######## serial_adder_ctrl ########
`src/rtl/serial_adder_ctrl.sv`:
```
// rtl/serial_adder_ctrl.sv - bit-serial adder sequencer (optional subtract via SERIAL_ADDER_SUB_EN)
module serial_adder_ctrl #(
   parameter int WIDTH = 8,
   parameter int CNT_W = $clog2(WIDTH) + 1
) (
   input  logic             clk,
   input  logic             rst_n,
   input  logic             start,
`ifdef SERIAL_ADDER_SUB_EN
   input  logic             sub,
`endif
   input  logic [WIDTH-1:0] op_a,
   input  logic [WIDTH-1:0] op_b,
   output logic             busy,
   output logic             done,
   output logic [WIDTH-1:0] sum,
   output logic             carry_out
);

   typedef enum logic [1:0] {S_IDLE, S_SHIFT, S_DONE} state_t;

   localparam logic [CNT_W-1:0] LAST_BIT = CNT_W'(WIDTH - 1);

   state_t           state_q, state_d;
   logic [WIDTH-1:0] a_q, a_d;
   logic [WIDTH-1:0] b_q, b_d;
   logic [WIDTH-1:0] r_q, r_d;
   logic             c_q, c_d;
   logic [CNT_W-1:0] cnt_q, cnt_d;
   logic [WIDTH-1:0] sum_q, sum_d;
   logic             cout_q, cout_d;

   logic [WIDTH-1:0] load_b;
   logic             load_c;
   logic             load;

`ifdef SERIAL_ADDER_SUB_EN
   // Subtract as A + ~B + 1: invert B on load and seed the carry flop with 1.
   assign load_b = sub ? ~op_b : op_b;
   assign load_c = sub;
`else
   assign load_b = op_b;
   assign load_c = 1'b0;
`endif

   logic ha0_s, ha0_c, ha1_s, ha1_c, c_next;
   assign ha0_s  = a_q[0] ^ b_q[0];
   assign ha0_c  = a_q[0] & b_q[0];
   assign ha1_s  = ha0_s ^ c_q;
   assign ha1_c  = ha0_s & c_q;
   assign c_next = ha0_c | ha1_c;

   always_comb begin
      state_d = state_q;
      a_d     = a_q;
      b_d     = b_q;
      r_d     = r_q;
      c_d     = c_q;
      cnt_d   = cnt_q;
      sum_d   = sum_q;
      cout_d  = cout_q;
      load    = 1'b0;

      case (state_q)
         S_IDLE: begin
            load = start;
         end
         S_SHIFT: begin
            r_d   = {ha1_s, r_q[WIDTH-1:1]};
            a_d   = a_q >> 1;
            b_d   = b_q >> 1;
            c_d   = c_next;
            cnt_d = cnt_q + 1'b1;
            if (cnt_q == LAST_BIT) begin
               sum_d   = {ha1_s, r_q[WIDTH-1:1]};
               cout_d  = c_next;
               state_d = S_DONE;
            end
         end
         S_DONE: begin
            // The DONE->IDLE edge doubles as the earliest acceptance edge, giving WIDTH+1 throughput.
            state_d = S_IDLE;
            load    = start;
         end
         default: state_d = S_IDLE;
      endcase

      if (load) begin
         a_d     = op_a;
         b_d     = load_b;
         c_d     = load_c;
         r_d     = '0;
         cnt_d   = '0;
         state_d = S_SHIFT;
      end
   end

   always_ff @(posedge clk) begin
      if (!rst_n) begin
         state_q <= S_IDLE;
         a_q     <= '0;
         b_q     <= '0;
         r_q     <= '0;
         c_q     <= 1'b0;
         cnt_q   <= '0;
         sum_q   <= '0;
         cout_q  <= 1'b0;
      end else begin
         state_q <= state_d;
         a_q     <= a_d;
         b_q     <= b_d;
         r_q     <= r_d;
         c_q     <= c_d;
         cnt_q   <= cnt_d;
         sum_q   <= sum_d;
         cout_q  <= cout_d;
      end
   end

   assign busy      = (state_q != S_IDLE);
   assign done      = (state_q == S_DONE);
   assign sum       = sum_q;
   assign carry_out = cout_q;

endmodule

```
`config.mk`:
```
export PLATFORM = sky130hd
export DESIGN_NAME = serial_adder_ctrl
export DESIGN_NICKNAME = d
export VERILOG_FILES = /design/src/rtl/serial_adder_ctrl.sv
export SDC_FILE = /design/constraint.sdc
export NUM_CORES = 1
export LEC_CHECK = 0
export ABC_AREA = 1
export CAP_MARGIN = 20
export CORE_MARGIN = 5
export CORE_UTILIZATION = 60
export CTS_BUF_LIST = sky130_fd_sc_hd__clkbuf_16
export CTS_CLUSTER_SIZE = 30
export DETAILED_ROUTE_END_ITERATION = 8
export DONT_BUFFER_PORTS = 1
export PLACE_DENSITY = 0.76
export SLEW_MARGIN = 15
export SYNTH_ARGS = -nofsm -noshare
export SYNTH_HDL_FRONTEND = slang
export SYNTH_SLANG_ARGS = --single-unit
```
`constraint.sdc`:
```
create_clock -name clk -period 2.9 [get_ports clk]
set_clock_uncertainty 0.15 [all_clocks]
set_input_delay 0.29 -clock clk [delete_from_list [all_inputs] [get_ports clk]]
set_output_delay 0.29 -clock clk [all_outputs]
set_load 0.03 [all_outputs]
```
######## pe_loader_flat ########
File: src/rtl/pe_loader_pkg.sv
// Shared sizing for the PE loader and its FIFO, plus the instruction-length clamp.
package pe_loader_pkg;

  localparam int DATA_WIDTH     = 16;
  localparam int INST_WIDTH     = 64;
  localparam int REG_NUM        = 32;
  localparam int REG_ADDR_WIDTH = 5;
  localparam int INST_NUM       = 16;
  localparam int INST_CNT_WIDTH = 5;

  // Requested lengths above what one PE can hold are clamped to INST_NUM.
  function automatic logic [INST_CNT_WIDTH-1:0] sat_inst_len(input logic [INST_CNT_WIDTH-1:0] len);
    if (len > INST_CNT_WIDTH'(INST_NUM)) begin
      return INST_CNT_WIDTH'(INST_NUM);
    end
    return len;
  endfunction

endpackage

File: src/rtl/pe_loader_if.sv
// Upstream instruction/data streams and the PE-facing load bus of one PE loader.
interface pe_loader_if;
  import pe_loader_pkg::*;

  logic                      s_inst_v;
  logic                      s_inst_rdy;
  logic [INST_WIDTH-1:0]     s_inst;
  logic                      s_data_v;
  logic                      s_data_rdy;
  logic [DATA_WIDTH*2-1:0]   s_data;
  logic                      inst_in_v;
  logic [INST_WIDTH-1:0]     inst_in;
  logic                      din_v;
  logic [DATA_WIDTH*2-1:0]   din_pe;

  // Upstream feeder / PE observer side.
  modport master (
    output s_inst_v, s_inst, s_data_v, s_data,
    input  s_inst_rdy, s_data_rdy, inst_in_v, inst_in, din_v, din_pe
  );

  // Loader side.
  modport slave (
    input  s_inst_v, s_inst, s_data_v, s_data,
    output s_inst_rdy, s_data_rdy, inst_in_v, inst_in, din_v, din_pe
  );

endinterface

File: src/rtl/pe_loader_sync_fifo.sv
// Single-clock FIFO with occupancy count; DEPTH must equal 2**ADDR_W so the
// pointers wrap naturally. Pushes when full and pops when empty are dropped.
module sync_fifo #(
  parameter int WIDTH  = 32,
  parameter int DEPTH  = 32,
  parameter int ADDR_W = 5
) (
  input  logic              clk,
  input  logic              rst,
  input  logic              push,
  input  logic [WIDTH-1:0]  push_data,
  input  logic              pop,
  output logic [WIDTH-1:0]  pop_data,
  output logic [ADDR_W:0]   count,
  output logic              full,
  output logic              empty
);

  logic [WIDTH-1:0]  mem [DEPTH];
  logic [ADDR_W-1:0] wr_ptr_q, wr_ptr_d;
  logic [ADDR_W-1:0] rd_ptr_q, rd_ptr_d;
  logic [ADDR_W:0]   count_q, count_d;
  logic              do_push;
  logic              do_pop;

  assign full     = (count_q == (ADDR_W+1)'(DEPTH));
  assign empty    = (count_q == '0);
  assign do_push  = push && !full;
  assign do_pop   = pop && !empty;
  assign count    = count_q;
  assign pop_data = mem[rd_ptr_q];

  // Advance pointers and occupancy for the accepted push/pop of this cycle.
  always_comb begin
    wr_ptr_d = wr_ptr_q;
    rd_ptr_d = rd_ptr_q;
    count_d  = count_q;
    if (do_push) wr_ptr_d = wr_ptr_q + ADDR_W'(1);
    if (do_pop)  rd_ptr_d = rd_ptr_q + ADDR_W'(1);
    case ({do_push, do_pop})
      2'b10:   count_d = count_q + (ADDR_W+1)'(1);
      2'b01:   count_d = count_q - (ADDR_W+1)'(1);
      default: count_d = count_q;
    endcase
  end

  // Pointer and count registers; reset empties the FIFO.
  always_ff @(posedge clk or negedge rst) begin
    if (!rst) begin
      wr_ptr_q <= '0;
      rd_ptr_q <= '0;
      count_q  <= '0;
    end else begin
      wr_ptr_q <= wr_ptr_d;
      rd_ptr_q <= rd_ptr_d;
      count_q  <= count_d;
    end
  end

  // Storage array; contents need no reset since the count gates every read.
  always_ff @(posedge clk) begin
    if (do_push) mem[wr_ptr_q] <= push_data;
  end

endmodule

File: src/rtl/pe_loader.sv
// Feeds one PE: forwards a job's instructions, buffers REG_NUM data words,
// then releases them as one bubble-free burst so the PE shift load is contiguous.
module pe_loader
  import pe_loader_pkg::*;
(
  input  logic                      clk,
  input  logic                      rst,
  input  logic                      start,
  input  logic [INST_CNT_WIDTH-1:0] inst_len,
  pe_loader_if.slave                bus,
  output logic                      busy,
  output logic                      done
);

  typedef enum logic [1:0] {ST_IDLE, ST_INST, ST_WAIT, ST_BURST} state_t;

  localparam logic [REG_ADDR_WIDTH:0] FIFO_FULL = (REG_ADDR_WIDTH+1)'(REG_NUM);
  localparam logic [REG_ADDR_WIDTH:0] LAST_POP  = (REG_ADDR_WIDTH+1)'(REG_NUM - 1);

  state_t                      state_q, state_d;
  logic [INST_CNT_WIDTH-1:0]   len_q, len_d;
  logic [INST_CNT_WIDTH-1:0]   inst_cnt_q, inst_cnt_d;
  logic [REG_ADDR_WIDTH:0]     burst_cnt_q, burst_cnt_d;
  logic [INST_WIDTH-1:0]       inst_in_q, inst_in_d;
  logic                        inst_in_v_q, inst_in_v_d;
  logic [DATA_WIDTH*2-1:0]     din_q, din_d;
  logic                        din_v_q, din_v_d;
  logic                        done_q, done_d;

  logic                        inst_rdy;
  logic                        data_rdy;
  logic                        inst_hs;
  logic                        fifo_push;
  logic                        fifo_pop;
  logic [DATA_WIDTH*2-1:0]     fifo_head;
  logic [REG_ADDR_WIDTH:0]     fifo_count;
  logic [REG_ADDR_WIDTH:0]     count_after;
  logic                        fifo_full;
  logic                        fifo_empty;
  logic [INST_CNT_WIDTH-1:0]   start_len;

  assign busy        = (state_q != ST_IDLE);
  assign inst_rdy    = (state_q == ST_INST);
  assign data_rdy    = busy && !fifo_full && (state_q != ST_BURST);
  assign inst_hs     = bus.s_inst_v && inst_rdy;
  assign fifo_push   = bus.s_data_v && data_rdy;
  assign fifo_pop    = (state_q == ST_BURST) && (burst_cnt_q < FIFO_FULL) && !fifo_empty;
  assign count_after = fifo_count + {{REG_ADDR_WIDTH{1'b0}}, fifo_push};
  assign start_len   = sat_inst_len(inst_len);

  assign bus.s_inst_rdy = inst_rdy;
  assign bus.s_data_rdy = data_rdy;
  assign bus.inst_in_v  = inst_in_v_q;
  assign bus.inst_in    = inst_in_q;
  assign bus.din_v      = din_v_q;
  assign bus.din_pe     = din_q;
  assign done           = done_q;

  sync_fifo #(
    .WIDTH  (DATA_WIDTH*2),
    .DEPTH  (REG_NUM),
    .ADDR_W (REG_ADDR_WIDTH)
  ) u_fifo (
    .clk       (clk),
    .rst       (rst),
    .push      (fifo_push),
    .push_data (bus.s_data),
    .pop       (fifo_pop),
    .pop_data  (fifo_head),
    .count     (fifo_count),
    .full      (fifo_full),
    .empty     (fifo_empty)
  );

  // Job sequencing: instruction forwarding, wait-for-full, then the data burst.
  always_comb begin
    state_d     = state_q;
    len_d       = len_q;
    inst_cnt_d  = inst_cnt_q;
    burst_cnt_d = burst_cnt_q;
    inst_in_d   = inst_in_q;
    inst_in_v_d = 1'b0;
    din_d       = din_q;
    din_v_d     = 1'b0;
    done_d      = 1'b0;
    case (state_q)
      ST_IDLE: begin
        if (start) begin
          len_d   = start_len;
          state_d = (start_len != '0) ? ST_INST : ST_WAIT;
        end
      end
      ST_INST: begin
        if (inst_hs) begin
          inst_in_d   = bus.s_inst;
          inst_in_v_d = 1'b1;
          inst_cnt_d  = inst_cnt_q + INST_CNT_WIDTH'(1);
          if (inst_cnt_d == len_q) state_d = ST_WAIT;
        end
      end
      ST_WAIT: begin
        // The last instruction beat is already on the wire in the first WAIT
        // cycle, so only the FIFO level (including this cycle's write) gates entry.
        if (count_after == FIFO_FULL) state_d = ST_BURST;
      end
      ST_BURST: begin
        if (fifo_pop) begin
          din_d       = fifo_head;
          din_v_d     = 1'b1;
          burst_cnt_d = burst_cnt_q + (REG_ADDR_WIDTH+1)'(1);
          if (burst_cnt_q == LAST_POP) done_d = 1'b1;
        end
        if (done_q) begin
          state_d     = ST_IDLE;
          len_d       = '0;
          inst_cnt_d  = '0;
          burst_cnt_d = '0;
        end
      end
      default: state_d = ST_IDLE;
    endcase
  end

  // State and output registers; reset aborts any job in flight.
  always_ff @(posedge clk or negedge rst) begin
    if (!rst) begin
      state_q     <= ST_IDLE;
      len_q       <= '0;
      inst_cnt_q  <= '0;
      burst_cnt_q <= '0;
      inst_in_q   <= '0;
      inst_in_v_q <= 1'b0;
      din_q       <= '0;
      din_v_q     <= 1'b0;
      done_q      <= 1'b0;
    end else begin
      state_q     <= state_d;
      len_q       <= len_d;
      inst_cnt_q  <= inst_cnt_d;
      burst_cnt_q <= burst_cnt_d;
      inst_in_q   <= inst_in_d;
      inst_in_v_q <= inst_in_v_d;
      din_q       <= din_d;
      din_v_q     <= din_v_d;
      done_q      <= done_d;
    end
  end

endmodule

File: src/flat_wrapper.sv
// flat-port wrapper written by rule: the top's interface ports become plain ports
module pe_loader_flat import pe_loader_pkg::*;
  (clk, rst, start, inst_len, busy, done, bus_s_inst_v, bus_s_inst, bus_s_data_v, bus_s_data, bus_s_inst_rdy, bus_s_data_rdy, bus_inst_in_v, bus_inst_in, bus_din_v, bus_din_pe);
  pe_loader_if bus_i ();
  input  logic clk;
  input  logic rst;
  input  logic start;
  input  logic [INST_CNT_WIDTH-1:0] inst_len;
  output logic busy;
  output logic done;
  input wire logic [$bits(bus_i.s_inst_v)-1:0] bus_s_inst_v;
  input wire logic [$bits(bus_i.s_inst)-1:0] bus_s_inst;
  input wire logic [$bits(bus_i.s_data_v)-1:0] bus_s_data_v;
  input wire logic [$bits(bus_i.s_data)-1:0] bus_s_data;
  output wire logic [$bits(bus_i.s_inst_rdy)-1:0] bus_s_inst_rdy;
  output wire logic [$bits(bus_i.s_data_rdy)-1:0] bus_s_data_rdy;
  output wire logic [$bits(bus_i.inst_in_v)-1:0] bus_inst_in_v;
  output wire logic [$bits(bus_i.inst_in)-1:0] bus_inst_in;
  output wire logic [$bits(bus_i.din_v)-1:0] bus_din_v;
  output wire logic [$bits(bus_i.din_pe)-1:0] bus_din_pe;
  assign bus_i.s_inst_v = bus_s_inst_v;
  assign bus_i.s_inst = bus_s_inst;
  assign bus_i.s_data_v = bus_s_data_v;
  assign bus_i.s_data = bus_s_data;
  assign bus_s_inst_rdy = bus_i.s_inst_rdy;
  assign bus_s_data_rdy = bus_i.s_data_rdy;
  assign bus_inst_in_v = bus_i.inst_in_v;
  assign bus_inst_in = bus_i.inst_in;
  assign bus_din_v = bus_i.din_v;
  assign bus_din_pe = bus_i.din_pe;
  pe_loader u_core (.clk(clk), .rst(rst), .start(start), .inst_len(inst_len), .bus(bus_i), .busy(busy), .done(done));
endmodule
File: config.mk
export PLATFORM = sky130hd
export DESIGN_NAME = pe_loader_flat
export DESIGN_NICKNAME = d
export VERILOG_FILES = /design/src/rtl/pe_loader_pkg.sv /design/src/rtl/pe_loader_if.sv /design/src/rtl/pe_loader_sync_fifo.sv /design/src/rtl/pe_loader.sv /design/src/flat_wrapper.sv
export SDC_FILE = /design/constraint.sdc
export NUM_CORES = 1
export LEC_CHECK = 0
export CAP_MARGIN = 20
export CELL_PAD_IN_SITES_DETAIL_PLACEMENT = 1
export CELL_PAD_IN_SITES_GLOBAL_PLACEMENT = 1
export CORE_MARGIN = 2
export CORE_UTILIZATION = 30
export DETAILED_ROUTE_END_ITERATION = 6
export DONT_BUFFER_PORTS = 1
export GPL_TIMING_DRIVEN = 1
export PLACE_DENSITY_LB_ADDON = 0.3
export SLEW_MARGIN = 15
export SYNTH_ARGS = -nofsm -noshare
export SYNTH_HDL_FRONTEND = slang
export SYNTH_HIERARCHICAL = 1
export SYNTH_SLANG_ARGS = --single-unit
File: constraint.sdc
create_clock -name clk -period 5.6 [get_ports clk]
set_input_delay 1.12 -clock clk [delete_from_list [all_inputs] [get_ports clk]]
set_output_delay 1.12 -clock clk [all_outputs]
set_load 0.1 [all_outputs]
######## serial_rx_sequencer ########
===== src/rtl/serial_rx_sequencer.sv =====
// Receive-side control FSM for one framed serial byte: start detect, 8 data bits,
// optional parity, stop check, valid/ack handshake, sticky error flags and good-frame count.
module serial_rx_sequencer #(
    parameter bit PARITY_EN  = 1'b1,
    parameter bit PARITY_ODD = 1'b0,
    parameter int CNT_W      = 8
) (
    input  logic             clk,
    input  logic             rst,
    input  logic             serI,
    input  logic             Co,
    input  logic             data_ack,
    input  logic             err_clr,
    output logic             en_reg,
    output logic             Init_reg,
    output logic             Init_cnt,
    output logic             Inc_cnt,
    output logic             busy,
    output logic             data_valid,
    output logic             frame_err,
    output logic             parity_err,
    output logic             overrun,
    output logic [CNT_W-1:0] good_cnt
);

    typedef enum logic [1:0] {
        IDLE = 2'd0,
        DATA = 2'd1,
        PAR  = 2'd2,
        STOP = 2'd3
    } state_t;

    state_t r_state;
    state_t w_next;

    logic             w_start;
    logic             w_shift;
    logic             w_in_par;
    logic             w_in_stop;
    logic             w_good;
    logic             w_par_bad;

    logic             r_par_acc;
    logic             r_par_pend;
    logic             r_data_valid;
    logic             r_frame_err;
    logic             r_parity_err;
    logic             r_overrun;
    logic [CNT_W-1:0] r_good_cnt;

    always_ff @(posedge clk or negedge rst) begin
        if (!rst) begin
            r_state <= IDLE;
        end else begin
            r_state <= w_next;
        end
    end

    // DATA exits on the counter carry, so its length is set by the datapath counter.
    always_comb begin
        w_next  = r_state;
        w_start = 1'b0;
        w_shift = 1'b0;
        case (r_state)
            IDLE: begin
                if (!serI) begin
                    w_start = 1'b1;
                    w_next  = DATA;
                end
            end
            DATA: begin
                w_shift = 1'b1;
                if (Co) begin
                    w_next = PARITY_EN ? PAR : STOP;
                end
            end
            PAR:     w_next = STOP;
            STOP:    w_next = IDLE;
            default: w_next = IDLE;
        endcase
    end

    assign w_in_par  = (r_state == PAR);
    assign w_in_stop = (r_state == STOP);
    assign w_par_bad = serI ^ (r_par_acc ^ PARITY_ODD);
    assign w_good    = w_in_stop & serI & ~r_par_pend;

    // Strobes are gated by reset so nothing reaches the datapath while rst is held low.
    assign Init_reg = w_start & rst;
    assign Init_cnt = w_start & rst;
    assign en_reg   = w_shift & rst;
    assign Inc_cnt  = w_shift & rst;

    always_ff @(posedge clk or negedge rst) begin
        if (!rst) begin
            r_par_acc  <= 1'b0;
            r_par_pend <= 1'b0;
        end else if (w_start) begin
            r_par_acc  <= 1'b0;
            r_par_pend <= 1'b0;
        end else if (w_shift) begin
            r_par_acc  <= r_par_acc ^ serI;
        end else if (w_in_par) begin
            r_par_pend <= w_par_bad;
        end
    end

    // A start destroys the held byte, so it clears valid ahead of any ack.
    always_ff @(posedge clk or negedge rst) begin
        if (!rst) begin
            r_data_valid <= 1'b0;
        end else if (w_start) begin
            r_data_valid <= 1'b0;
        end else if (w_good) begin
            r_data_valid <= 1'b1;
        end else if (data_ack) begin
            r_data_valid <= 1'b0;
        end
    end

    always_ff @(posedge clk or negedge rst) begin
        if (!rst) begin
            r_frame_err  <= 1'b0;
            r_parity_err <= 1'b0;
            r_overrun    <= 1'b0;
        end else begin
            if (w_in_stop && !serI) begin
                r_frame_err <= 1'b1;
            end else if (err_clr) begin
                r_frame_err <= 1'b0;
            end
            if (w_in_stop && r_par_pend) begin
                r_parity_err <= 1'b1;
            end else if (err_clr) begin
                r_parity_err <= 1'b0;
            end
            if (w_start && r_data_valid && !data_ack) begin
                r_overrun <= 1'b1;
            end else if (err_clr) begin
                r_overrun <= 1'b0;
            end
        end
    end

    always_ff @(posedge clk or negedge rst) begin
        if (!rst) begin
            r_good_cnt <= '0;
        end else if (w_good) begin
            r_good_cnt <= r_good_cnt + CNT_W'(1);
        end
    end

    assign busy       = (r_state != IDLE);
    assign data_valid = r_data_valid;
    assign frame_err  = r_frame_err;
    assign parity_err = r_parity_err;
    assign overrun    = r_overrun;
    assign good_cnt   = r_good_cnt;

endmodule


===== config.mk =====
export PLATFORM = sky130hd
export DESIGN_NAME = serial_rx_sequencer
export DESIGN_NICKNAME = d
export VERILOG_FILES = /design/src/rtl/serial_rx_sequencer.sv
export SDC_FILE = /design/constraint.sdc
export NUM_CORES = 1
export LEC_CHECK = 0
export CAP_MARGIN = 25
export CORE_AREA = 5 5 53 55
export DETAILED_ROUTE_END_ITERATION = 7
export DIE_AREA = 0 0 58 60
export SETUP_SLACK_MARGIN = 0.2
export SYNTH_ARGS = -nofsm -noshare
export SYNTH_HDL_FRONTEND = slang
export SYNTH_SLANG_ARGS = --single-unit

===== constraint.sdc =====
create_clock -name clk -period 2.6 [get_ports clk]
set_input_delay 0.26 -clock clk [delete_from_list [all_inputs] [get_ports clk]]
set_output_delay 0.26 -clock clk [all_outputs]
set_load 0.02 [all_outputs]

######## mdu_controller ########
==> src/rtl/mdu_controller_pkg.sv <==
// mdu_controller_pkg
//   Shared definitions for the EX-stage multiply/divide unit: ALU op codes
//   handled by the MDU, the sequencer state type and op-classification helpers.
//   Build option: define MDU_ACC_EN to make MADD/MADDU/MSUB/MSUBU MDU ops.
package mdu_controller_pkg;

    localparam logic [5:0] ALU_SIGNED_MULT   = 6'h18;
    localparam logic [5:0] ALU_UNSIGNED_MULT = 6'h19;
    localparam logic [5:0] ALU_SIGNED_DIV    = 6'h1A;
    localparam logic [5:0] ALU_UNSIGNED_DIV  = 6'h1B;
    localparam logic [5:0] ALU_MADD_MULT     = 6'h1C;
    localparam logic [5:0] ALU_MADDU_MULT    = 6'h1D;
    localparam logic [5:0] ALU_MSUB_MULT     = 6'h1E;
    localparam logic [5:0] ALU_MSUBU_MULT    = 6'h1F;

    typedef enum logic [1:0] {
        MDU_IDLE,
        MDU_MUL_RUN,
        MDU_DIV_RUN,
        MDU_DONE
    } mdu_state_t;

`ifdef MDU_ACC_EN
    function automatic logic is_acc_op(input logic [5:0] code);
        return (code == ALU_MADD_MULT) || (code == ALU_MADDU_MULT) ||
               (code == ALU_MSUB_MULT) || (code == ALU_MSUBU_MULT);
    endfunction

    function automatic logic is_sub_op(input logic [5:0] code);
        return (code == ALU_MSUB_MULT) || (code == ALU_MSUBU_MULT);
    endfunction
`endif

    function automatic logic is_mul_op(input logic [5:0] code);
`ifdef MDU_ACC_EN
        return (code == ALU_SIGNED_MULT) || (code == ALU_UNSIGNED_MULT) || is_acc_op(code);
`else
        return (code == ALU_SIGNED_MULT) || (code == ALU_UNSIGNED_MULT);
`endif
    endfunction

    function automatic logic is_div_op(input logic [5:0] code);
        return (code == ALU_SIGNED_DIV) || (code == ALU_UNSIGNED_DIV);
    endfunction

    function automatic logic is_mdu_op(input logic [5:0] code);
        return is_mul_op(code) || is_div_op(code);
    endfunction

    // Signed variants: operands are treated as two's complement.
    function automatic logic is_signed_op(input logic [5:0] code);
        return (code == ALU_SIGNED_MULT) || (code == ALU_SIGNED_DIV) ||
               (code == ALU_MADD_MULT)   || (code == ALU_MSUB_MULT);
    endfunction

endpackage

==> src/rtl/mdu_controller_div.sv <==
// div_radix2
//   Iterative radix-2 restoring divider. Operands are reduced to magnitudes
//   on start, DIV_ITER iterations run, and signs are fixed on the last step
//   (quotient negated when operand signs differ, remainder follows dividend).
//   A zero divisor skips iteration: quotient = all ones, remainder = a.
// Ports:
//   clk, rst       clock, synchronous active-high reset
//   start          load operands and begin
//   abort          drop the operation in flight (results untouched)
//   signed_div     treat a/b as two's complement
//   a, b           dividend, divisor
//   busy           operation in flight
//   done           high in the cycle whose closing edge writes the results
//   quotient       result, held until the next completed divide
//   remainder      result, held until the next completed divide
module div_radix2 #(
    parameter int unsigned DIV_ITER = 32
) (
    input  logic        clk,
    input  logic        rst,
    input  logic        start,
    input  logic        abort,
    input  logic        signed_div,
    input  logic [31:0] a,
    input  logic [31:0] b,
    output logic        busy,
    output logic        done,
    output logic [31:0] quotient,
    output logic [31:0] remainder
);

    logic        zero_q;
    logic        neg_quot_q;
    logic        neg_rem_q;
    logic [5:0]  cnt_q;
    logic [31:0] dvd_q;
    logic [31:0] rem_q;
    logic [31:0] dvs_q;
    logic [31:0] a_mag;
    logic [31:0] b_mag;
    logic [32:0] shifted;
    logic [32:0] diff;
    logic [31:0] dvd_next;
    logic [31:0] rem_next;

    always_comb begin
        a_mag   = (signed_div && a[31]) ? -a : a;
        b_mag   = (signed_div && b[31]) ? -b : b;
        shifted = {rem_q, dvd_q[31]};
        diff    = shifted - {1'b0, dvs_q};
        if (!diff[32]) begin
            rem_next = diff[31:0];
            dvd_next = {dvd_q[30:0], 1'b1};
        end else begin
            rem_next = shifted[31:0];
            dvd_next = {dvd_q[30:0], 1'b0};
        end
        done = busy && (zero_q || (cnt_q == 6'(DIV_ITER - 1)));
    end

    always_ff @(posedge clk) begin
        if (rst) begin
            busy       <= 1'b0;
            zero_q     <= 1'b0;
            neg_quot_q <= 1'b0;
            neg_rem_q  <= 1'b0;
            cnt_q      <= '0;
            dvd_q      <= '0;
            rem_q      <= '0;
            dvs_q      <= '0;
            quotient   <= '0;
            remainder  <= '0;
        end else if (abort) begin
            busy <= 1'b0;
        end else if (start) begin
            busy       <= 1'b1;
            cnt_q      <= '0;
            zero_q     <= (b == '0);
            neg_quot_q <= signed_div && (a[31] ^ b[31]);
            neg_rem_q  <= signed_div && a[31];
            dvd_q      <= a_mag;
            dvs_q      <= b_mag;
            // Zero divisor parks the raw dividend here as the final remainder.
            rem_q      <= (b == '0) ? a : '0;
        end else if (busy) begin
            if (done) begin
                // Final iteration is folded into the result write.
                busy <= 1'b0;
                if (zero_q) begin
                    quotient  <= '1;
                    remainder <= rem_q;
                end else begin
                    quotient  <= neg_quot_q ? -dvd_next : dvd_next;
                    remainder <= neg_rem_q  ? -rem_next : rem_next;
                end
            end else begin
                dvd_q <= dvd_next;
                rem_q <= rem_next;
                cnt_q <= cnt_q + 6'd1;
            end
        end
    end

endmodule

==> src/rtl/mdu_controller.sv <==
// mdu_controller
//   EX-stage sequencer for the multiply/divide unit. Multiplies run through a
//   MUL_LATENCY-deep pipeline (the last stage is the result register), divides
//   through div_radix2. The pipeline is stalled while busy; the {HI,LO} result
//   is presented with a write enable in DONE.
//   Build option: MDU_ACC_EN adds MADD/MADDU/MSUB/MSUBU with an extra
//   accumulate stage (one more stall cycle).
// Ports:
//   clk, rst        clock, synchronous active-high reset
//   alu_controlE    ALU op code in EX
//   src_aE, src_bE  rs / rt operands
//   hi_in, lo_in    current HI/LO (accumulate base)
//   mul_to_gprE     MUL instruction: result goes to rd, HI/LO write suppressed
//   flushE          EX flush, aborts any operation
//   stall_in        downstream stall, holds DONE
//   mdu_stallE      hold IF/ID/EX
//   hilo_weE        HI/LO write enable
//   hilo_outE       {HI,LO} result
//   mul_gpr_outE    low word of the product
module mdu_controller
    import mdu_controller_pkg::*;
#(
    parameter int unsigned MUL_LATENCY = 2,
    parameter int unsigned DIV_ITER    = 32
) (
    input  logic        clk,
    input  logic        rst,
    input  logic [5:0]  alu_controlE,
    input  logic [31:0] src_aE,
    input  logic [31:0] src_bE,
    input  logic [31:0] hi_in,
    input  logic [31:0] lo_in,
    input  logic        mul_to_gprE,
    input  logic        flushE,
    input  logic        stall_in,
    output logic        mdu_stallE,
    output logic        hilo_weE,
    output logic [63:0] hilo_outE,
    output logic [31:0] mul_gpr_outE
);

    mdu_state_t  state_q, state_d;
    logic [2:0]  cnt_q, cnt_d;
    logic        start;
    logic        start_acc;
    logic        op_signed;
    logic        mul_last;
    logic        mul_fin;
    logic        div_fin;
    logic        div_busy;
    logic        div_done;
    logic        mul_gpr_q;
    logic        sel_div_q;
    logic [63:0] ext_a, ext_b;
    logic [63:0] prod_in;
    logic [63:0] mul_tail;
    logic [63:0] mul_result;
    logic [63:0] res_q;
    logic [31:0] div_quot, div_rem;

    always_comb begin
        op_signed = is_signed_op(alu_controlE);
        ext_a     = op_signed ? {{32{src_aE[31]}}, src_aE} : {32'b0, src_aE};
        ext_b     = op_signed ? {{32{src_bE[31]}}, src_bE} : {32'b0, src_bE};
        // Low 64 bits of the extended product are exact for both signednesses.
        prod_in   = ext_a * ext_b;
        start     = (state_q == MDU_IDLE) && !flushE && is_mdu_op(alu_controlE);
    end

    // Free-running shift pipeline: the product issued in the IDLE cycle
    // reaches mul_tail in stall cycle MUL_LATENCY-1.
    if (MUL_LATENCY == 1) begin : g_mul_comb
        assign mul_tail = prod_in;
    end else begin : g_mul_pipe
        logic [63:0] pipe [MUL_LATENCY-1];
        always_ff @(posedge clk) begin
            if (rst) begin
                for (int unsigned i = 0; i < MUL_LATENCY - 1; i++) pipe[i] <= '0;
            end else begin
                pipe[0] <= prod_in;
                for (int unsigned i = 1; i < MUL_LATENCY - 1; i++) pipe[i] <= pipe[i-1];
            end
        end
        assign mul_tail = pipe[MUL_LATENCY-2];
    end

`ifdef MDU_ACC_EN
    logic        acc_q;
    logic        sub_q;
    logic [63:0] base_q;
    logic [63:0] prod_q;

    always_ff @(posedge clk) begin
        if (rst) begin
            acc_q  <= 1'b0;
            sub_q  <= 1'b0;
            base_q <= '0;
            prod_q <= '0;
        end else begin
            prod_q <= mul_tail;
            if (start) begin
                acc_q  <= is_acc_op(alu_controlE);
                sub_q  <= is_sub_op(alu_controlE);
                base_q <= {hi_in, lo_in};
            end
        end
    end

    always_comb begin
        start_acc  = is_acc_op(alu_controlE);
        mul_last   = acc_q ? (cnt_q == 3'(MUL_LATENCY)) : (cnt_q == 3'(MUL_LATENCY - 1));
        mul_result = !acc_q ? mul_tail : (sub_q ? base_q - prod_q : base_q + prod_q);
    end
`else
    logic unused_hilo_in;
    assign unused_hilo_in = ^{hi_in, lo_in};

    always_comb begin
        start_acc  = 1'b0;
        mul_last   = (cnt_q == 3'(MUL_LATENCY - 1));
        mul_result = mul_tail;
    end
`endif

    always_comb begin
        state_d = state_q;
        cnt_d   = cnt_q;
        unique case (state_q)
            MDU_IDLE: begin
                if (start) begin
                    cnt_d = 3'd1;
                    if (is_div_op(alu_controlE))
                        state_d = MDU_DIV_RUN;
                    else if ((MUL_LATENCY == 1) && !start_acc)
                        state_d = MDU_DONE;
                    else
                        state_d = MDU_MUL_RUN;
                end
            end
            MDU_MUL_RUN: begin
                if (mul_last) state_d = MDU_DONE;
                else          cnt_d   = cnt_q + 3'd1;
            end
            MDU_DIV_RUN: begin
                if (div_done) state_d = MDU_DONE;
            end
            MDU_DONE: begin
                if (!stall_in) state_d = MDU_IDLE;
            end
            default: state_d = MDU_IDLE;
        endcase
        if (flushE) state_d = MDU_IDLE;

        mul_fin = (state_d == MDU_DONE) &&
                  ((state_q == MDU_IDLE) || (state_q == MDU_MUL_RUN));
        div_fin = (state_d == MDU_DONE) && (state_q == MDU_DIV_RUN);

        mdu_stallE = !flushE && (start || (state_q == MDU_MUL_RUN) ||
                                 ((state_q == MDU_DIV_RUN) && div_busy));
        hilo_weE   = (state_q == MDU_DONE) && !mul_gpr_q && !flushE;
    end

    // Result sources only change on entry to DONE, so an aborted op
    // leaves the previously presented result untouched.
    always_ff @(posedge clk) begin
        if (rst) begin
            state_q   <= MDU_IDLE;
            cnt_q     <= '0;
            mul_gpr_q <= 1'b0;
            sel_div_q <= 1'b0;
            res_q     <= '0;
        end else begin
            state_q <= state_d;
            cnt_q   <= cnt_d;
            if (start) mul_gpr_q <= mul_to_gprE;
            if (mul_fin) begin
                res_q     <= (state_q == MDU_IDLE) ? mul_tail : mul_result;
                sel_div_q <= 1'b0;
            end
            if (div_fin) sel_div_q <= 1'b1;
        end
    end

    div_radix2 #(
        .DIV_ITER (DIV_ITER)
    ) u_div (
        .clk        (clk),
        .rst        (rst),
        .start      (start && is_div_op(alu_controlE)),
        .abort      (flushE),
        .signed_div (op_signed),
        .a          (src_aE),
        .b          (src_bE),
        .busy       (div_busy),
        .done       (div_done),
        .quotient   (div_quot),
        .remainder  (div_rem)
    );

    assign hilo_outE    = sel_div_q ? {div_rem, div_quot} : res_q;
    assign mul_gpr_outE = res_q[31:0];

endmodule

==> config.mk <==
export PLATFORM = sky130hd
export DESIGN_NAME = mdu_controller
export DESIGN_NICKNAME = d
export VERILOG_FILES = /design/src/rtl/mdu_controller_pkg.sv /design/src/rtl/mdu_controller_div.sv /design/src/rtl/mdu_controller.sv
export SDC_FILE = /design/constraint.sdc
export NUM_CORES = 2
export LEC_CHECK = 0
export CORE_MARGIN = 4
export CORE_UTILIZATION = 45
export DETAILED_ROUTE_END_ITERATION = 8
export GPL_ROUTABILITY_DRIVEN = 1
export PLACE_DENSITY = 0.68
export SLEW_MARGIN = 20
export SYNTH_ARGS = -nofsm -noshare
export SYNTH_HDL_FRONTEND = slang
export SYNTH_SLANG_ARGS = --single-unit
==> constraint.sdc <==
create_clock -name clk -period 37.7 [get_ports clk]
set_input_delay 9.425 -clock clk [delete_from_list [all_inputs] [get_ports clk]]
set_output_delay 9.425 -clock clk [all_outputs]
set_load 0.03 [all_outputs]
pe_loader_flat, placed cells, one color a class:
Fill, decap, tap and diode cells in gray.
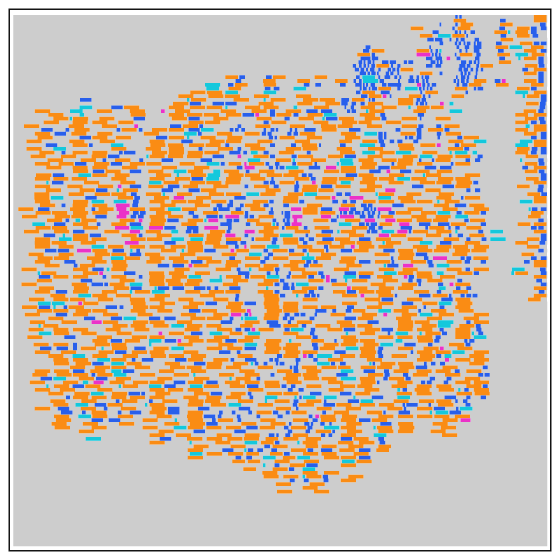
| color | class | cells |
|---|---|---|
| orange | flip-flops | 1157 |
| cyan | clock drivers and dummy loads | 221 |
| blue | all other logic | 876 |
| magenta | other buffers and delay cells | 77 |
placement row count: 141
flop share of the area: 66.1%
Design Area, Final: 51600 um^2
core area: 148000 um^2
Final Util: 34.9%

==> results.sh, pe_loader_flat <==
# implementation run metrics
export IMPL_ios=208
export IMPL_nFillCells=14500
export IMPL_grt_pass1_vias=22800
export IMPL_placed_cell_area_um2=47500
export IMPL_post_cts_resized=0
export IMPL_clkSlewWorstSetupHoldPaths_ns=0.07
export IMPL_outcome="complete, no violations"
export IMPL_drc_errors=0
export IMPL_required_ns=6.22
export IMPL_setup_violations=0
export IMPL_antenna_found_initial=9
export IMPL_ff_type="edfxtp_1"
export IMPL_tritoncts="built"
export IMPL_die_height_um=390
## pe_loader_flat: registers in the layout, summed over array words and instances (netlist names)
| name | flops |
|---|---|
| u_core/burst_cnt_q | 6 |
| u_core/bus.din_pe | 32 |
| u_core/bus.din_v | 1 |
| u_core/bus.inst_in | 64 |
| u_core/bus.inst_in_v | 1 |
| u_core/done | 1 |
| u_core/inst_cnt_q | 5 |
| u_core/len_q | 5 |
| u_core/state_q | 2 |
| u_core/u_fifo/count | 6 |
| u_core/u_fifo/mem | 1024 |
| u_core/u_fifo/rd_ptr_q | 5 |
| u_core/u_fifo/wr_ptr_q | 5 |
## pe_loader_flat: synthesized netlist by cell type (all sizes together) (5+ instances only)
master	count	area (um^2)
nand2	19	78.8
mux2i	129	1290
a21oi	71	355
inv	21	78.8
nor2b	5	31.3
mux4	193	4350
buf	72	593
nor2	46	173
o221ai	62	543
nand3b	6	45.0
xnor2	13	114
ha	19	238
nand3	10	55.1
a22oi	94	706
edfxtp	1024	30700
mux2	99	1130
clkbuf	49	184
nand4	7	43.8
xor2	7	61.3
o21ai	26	130
dfrtp	133	3330
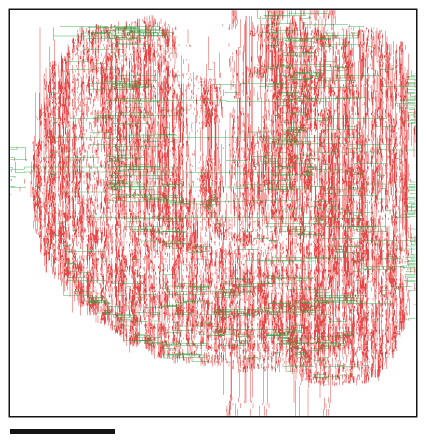
mdu_controller: routed metal, one color a layer
Scale bar: 100 um. Two of the layers only.
| color | layer | wire length |
|---|---|---|
| red | met2 | 96.3 mm |
| green | met3 | 13800 um |
WL per Instance: 21.7 um
gr usage total: 26.6%
WL final: 198000 um
via count: 49.4k

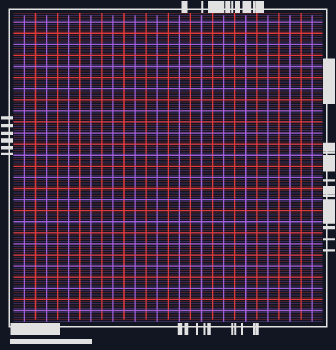
mdu_controller: PDN straps and rails
Scale bar: 100 um. Pins as bars on the die edge.
| color | net |
|---|---|
| purple | VSS |
| red | VDD |
rows: 139
met1 rails: 140
core area: 143000 um^2
die width: 388 um
die extent in y: 388 um

==> results.sh, mdu_controller <==
# implementation run metrics
export IMPL_outcome="complete, no violations"
export IMPL_mux_share_pct=1.60
export IMPL_met1_usage_pct=33.6
export IMPL_wl_met1_um=78000
export IMPL_grt_use_met3_pct=3.94
export IMPL_finClkSkew_ns=0.0213
export IMPL_postCtsSetupBuffers=0
export IMPL_slew_headroom_pct=22.0
export IMPL_final_cell_mix="1656 x inv_1, 1423 x fa_1, 1019 x nand2_1"
export IMPL_min_to="res_q[47]"
export IMPL_grt_met2_usage_pct=45.7
export IMPL_slowest_stage="clkdlybuf4s50_1"
export IMPL_ff_type="dfxtp_1"
export IMPL_initialDrtViolationCount=3293
export IMPL_area_delta_synth_final_pct=6.32
export IMPL_ys_cells=7352
export IMPL_antenna_found_initial=7
export IMPL_clkSlewWorstSetupHoldPaths_ns=0.06
export IMPL_top_area_cell="fa_1"
export IMPL_cts_root_buf="clkbuf_16"
export IMPL_h_tree_depth=2
export IMPL_arrival_ns=11.62
mdu_controller: per-stage QoR:
stage,utilization (%),setup WS (ns),instances,hold WS (ns)
after global placement,47.2,16.74,9060,0.424
final,48.1,16.65,9130,0.420
after global routing,48.1,16.58,9125,0.444
after floorplan,-,17.61,7352,0.417
after detailed placement,47.2,16.72,9060,0.429
after CTS,48.1,16.72,9125,0.422
mdu_controller: area by class of cell:
class	count	area share [%]
multi-input cells	4927	73.5
repair buffers	267	3.32
inverters	1658	9.03
clock buffers	47	1.51
clock inverters	18	0.303
flip-flops and latches	305	8.86
diodes	5	0.0182
well taps	1903	3.45
mdu_controller: registers in the layout, indices dropped and copies added (netlist names):
register,cells
u_div.cnt_q,6
state_q,2
cnt_q,3
u_div.neg_rem_q,1
u_div.neg_quot_q,1
u_div.zero_q,1
u_div.rem_q,32
res_q,64
g_mul_pipe.pipe,64
u_div.quotient,32
sel_div_q,1
u_div.dvd_q,32
mul_gpr_q,1
u_div.dvs_q,32
u_div.busy,1
u_div.remainder,32
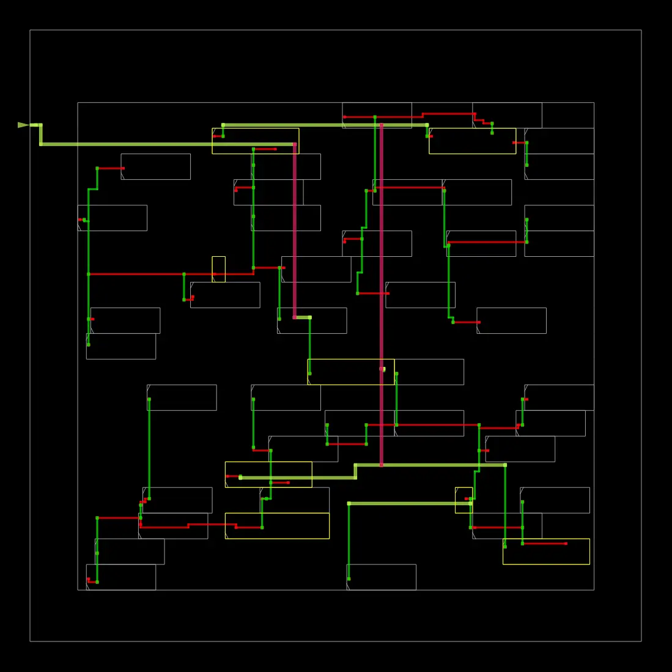
serial_adder_ctrl: clock wiring as the flow saved it
final-layout clock buffer total: 5
CTS Buf Count: 5
Num Clock Sinks: 39

==> results.sh, serial_adder_ctrl <==
# implementation run metrics
export IMPL_critical_path_class="flop to flop"
export IMPL_wl_per_cell_um=11.5
export IMPL_synth_cell_types=24
export IMPL_fp_row_count=19
export IMPL_ys_cells=252
export IMPL_period_used_pct=66.5
export IMPL_finalSetupTns_ns=0
export IMPL_antenna_found_initial=0
export IMPL_diodes=0
export IMPL_outcome="complete, no violations"
export IMPL_synth_avg_cell_area_um2=7.15
export IMPL_dominant_cells="flip-flops and latches"
export IMPL_ant_nets=0
export IMPL_required_ns=2.92
export IMPL_grt_max_degree=24
export IMPL_top_layer_used="met4"
export IMPL_drt_wl_total_um=3210
export IMPL_cts_hold_buf=1
export IMPL_nets=269
export IMPL_setup_violations=0
export IMPL_ys_sh_simple_pct=30.6
export IMPL_timing_final_ws_setup_ns=0.972
export IMPL_dp_cells=271
export IMPL_max_stage_delay_ns=0.62
export IMPL_ys_flops=39
export IMPL_rsz0062_at_grt="false"
[serial_adder_ctrl: critical path: cells and delay by family, from the launching register on]
family        cells  cell delay (ns)
buf+inv           2             0.35
flops             1             0.62
simple gates      5             0.69
[serial_adder_ctrl: synth_stat cells]
library cell	count	area share (%)
nand2_1	56	12
dfxtp_1	39	43
inv_1	36	7.5
nor2_1	34	7.1
nand3_1	20	5.6
a21oi_1	18	5.0
nor3_1	8	2.2
o21ai_1	8	2.2
o21ai_0	7	1.9
buf_4	5	2.1
buf_6	5	3.1
inv_2	4	0.83
buf_2	1	0.28
clkbuf_1	1	0.21
fa_1	1	1.1
ha_1	1	0.69
inv_8	1	0.62
nand2_2	1	0.35
nand2_8	1	1.1
nand3_2	1	0.56
nor2_2	1	0.35
nor2_4	1	0.62
nor2_8	1	1.1
xor2_1	1	0.49
[serial_adder_ctrl: final timing paths]
path | from | endpoint | slack [ns] | depth (start not counted)
min reg2reg | r_q[3] | r_q[2] | 0.32 | 2
max | state_q[0] | a_q[5] | 0.97 | 7
max reg2reg | state_q[0] | a_q[5] | 0.97 | 7
min | rst_n | sum[2] | 0.005 | 2
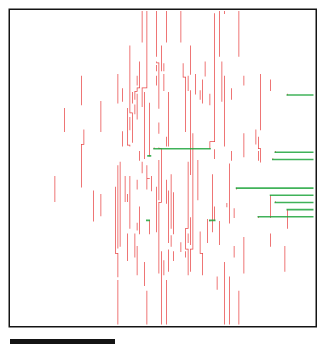
serial_rx_sequencer: routed metal, one color a layer
Scale bar: 20 um. Two of the layers only.
| color | layer | wire length |
|---|---|---|
| red | met2 | 745 um |
| green | met3 | 76.4 um |
WL per Instance: 11.9 um
gr usage total: 10.0%
WL final: 1540 um

==> results.sh, serial_rx_sequencer <==
# implementation run metrics
export IMPL_synthesis_area_um2=848
export IMPL_ff2ff_setup_slack_ns=1.15
export IMPL_die_w_um=58
export IMPL_taps=30
export IMPL_nets=114
export IMPL_ys_top_logic_family="simple AND/OR/NAND/NOR gates"
export IMPL_post_cts_resized=0
export IMPL_async_reset_ff_share_pct=100
export IMPL_outcome="complete, no violations"
export IMPL_grt_max_degree=11
export IMPL_synth_cell_types=26
export IMPL_synthAoiAreaFrac_pct=6.78
export IMPL_design_area_um2=1140
export IMPL_dieArea_um2=3480
export IMPL_finalSetupTns_ns=0
export IMPL_wl_met3_um=76
export IMPL_timing_hold_ws_ns=0.240
export IMPL_top_layer_used="met4"
export IMPL_hp_class="primary input to async pin"
export IMPL_sh_comb_area_pct=34.2
export IMPL_drv_slew=0
export IMPL_core_um2=2340
-- serial_rx_sequencer: through the flow --
step / utilization [%]
floorplan: -
CTS: 48.6
global route: 48.8
finish: 48.8
global placement: 47.1
detailed placement: 47.1
-- serial_rx_sequencer: worst max-delay path by stage --
stage,startpoint,to,slack [ns],depth (start not counted)
floorplan,r_state[0],Init_reg,1.00,5
global route,r_state[1],Inc_cnt,0.40,4
global placement,r_state[0],Init_reg,0.64,5
detailed placement,r_state[0],Init_cnt,0.58,5
finish,r_state[1],Inc_cnt,0.52,4
CTS,r_state[0],Init_cnt,0.25,5
-- serial_rx_sequencer: sequential cells by signal, summed over array words and instances, names as in the netlist --
register	cells
data_valid	1
overrun	1
r_par_pend	1
r_par_acc	1
r_state	2
frame_err	1
parity_err	1
good_cnt	8


==> screenshots <==
Placed cells, one color a class.
Fill, decap, tap and diode cells in gray.
image #1
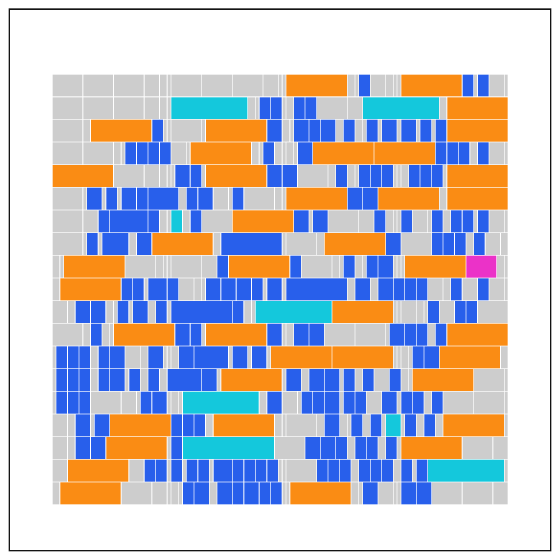
image #2
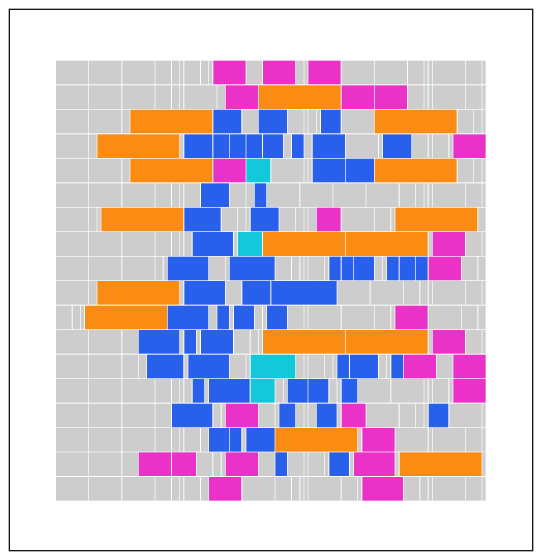
image #3
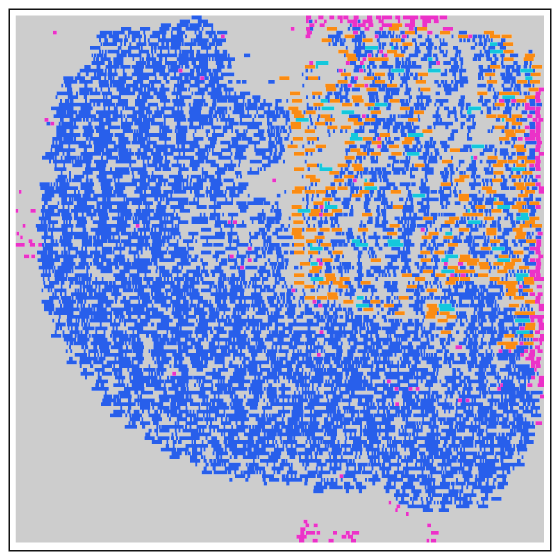
For serial_adder_ctrl, see image #1.
For serial_rx_sequencer, see image #2.
For mdu_controller, see image #3.
Of these, most cells: image #3
Of these, fewest sequential cells: image #2

Key to image #3:
| color | class | cells |
|---|---|---|
| blue | all other logic | 6585 |
| cyan | clock drivers and dummy loads | 65 |
| orange | flip-flops | 305 |
| magenta | other buffers and delay cells | 267 |


==> gallery <==
Clock distribution.
(a)
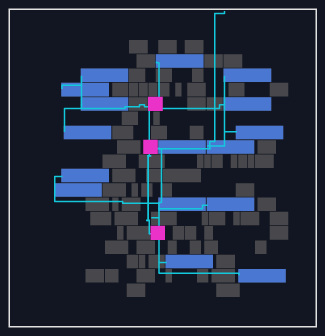
(b)
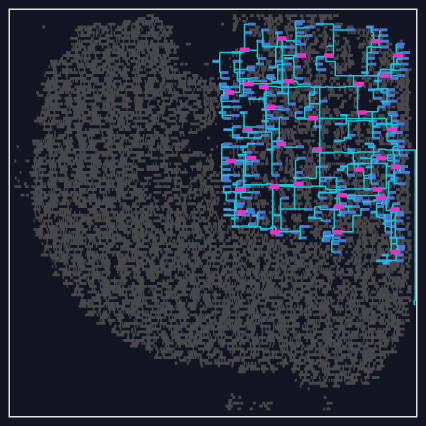
(c)
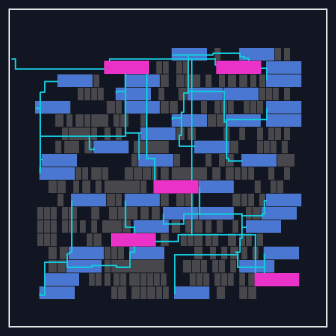
(d)
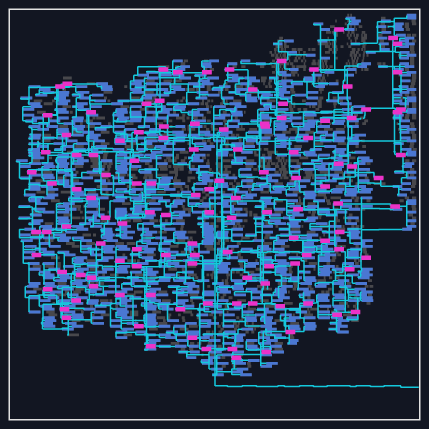
serial_adder_ctrl -> (c)
mdu_controller -> (b)
pe_loader_flat -> (d)
serial_rx_sequencer -> (a)
Of these, most sequential cells: (d)

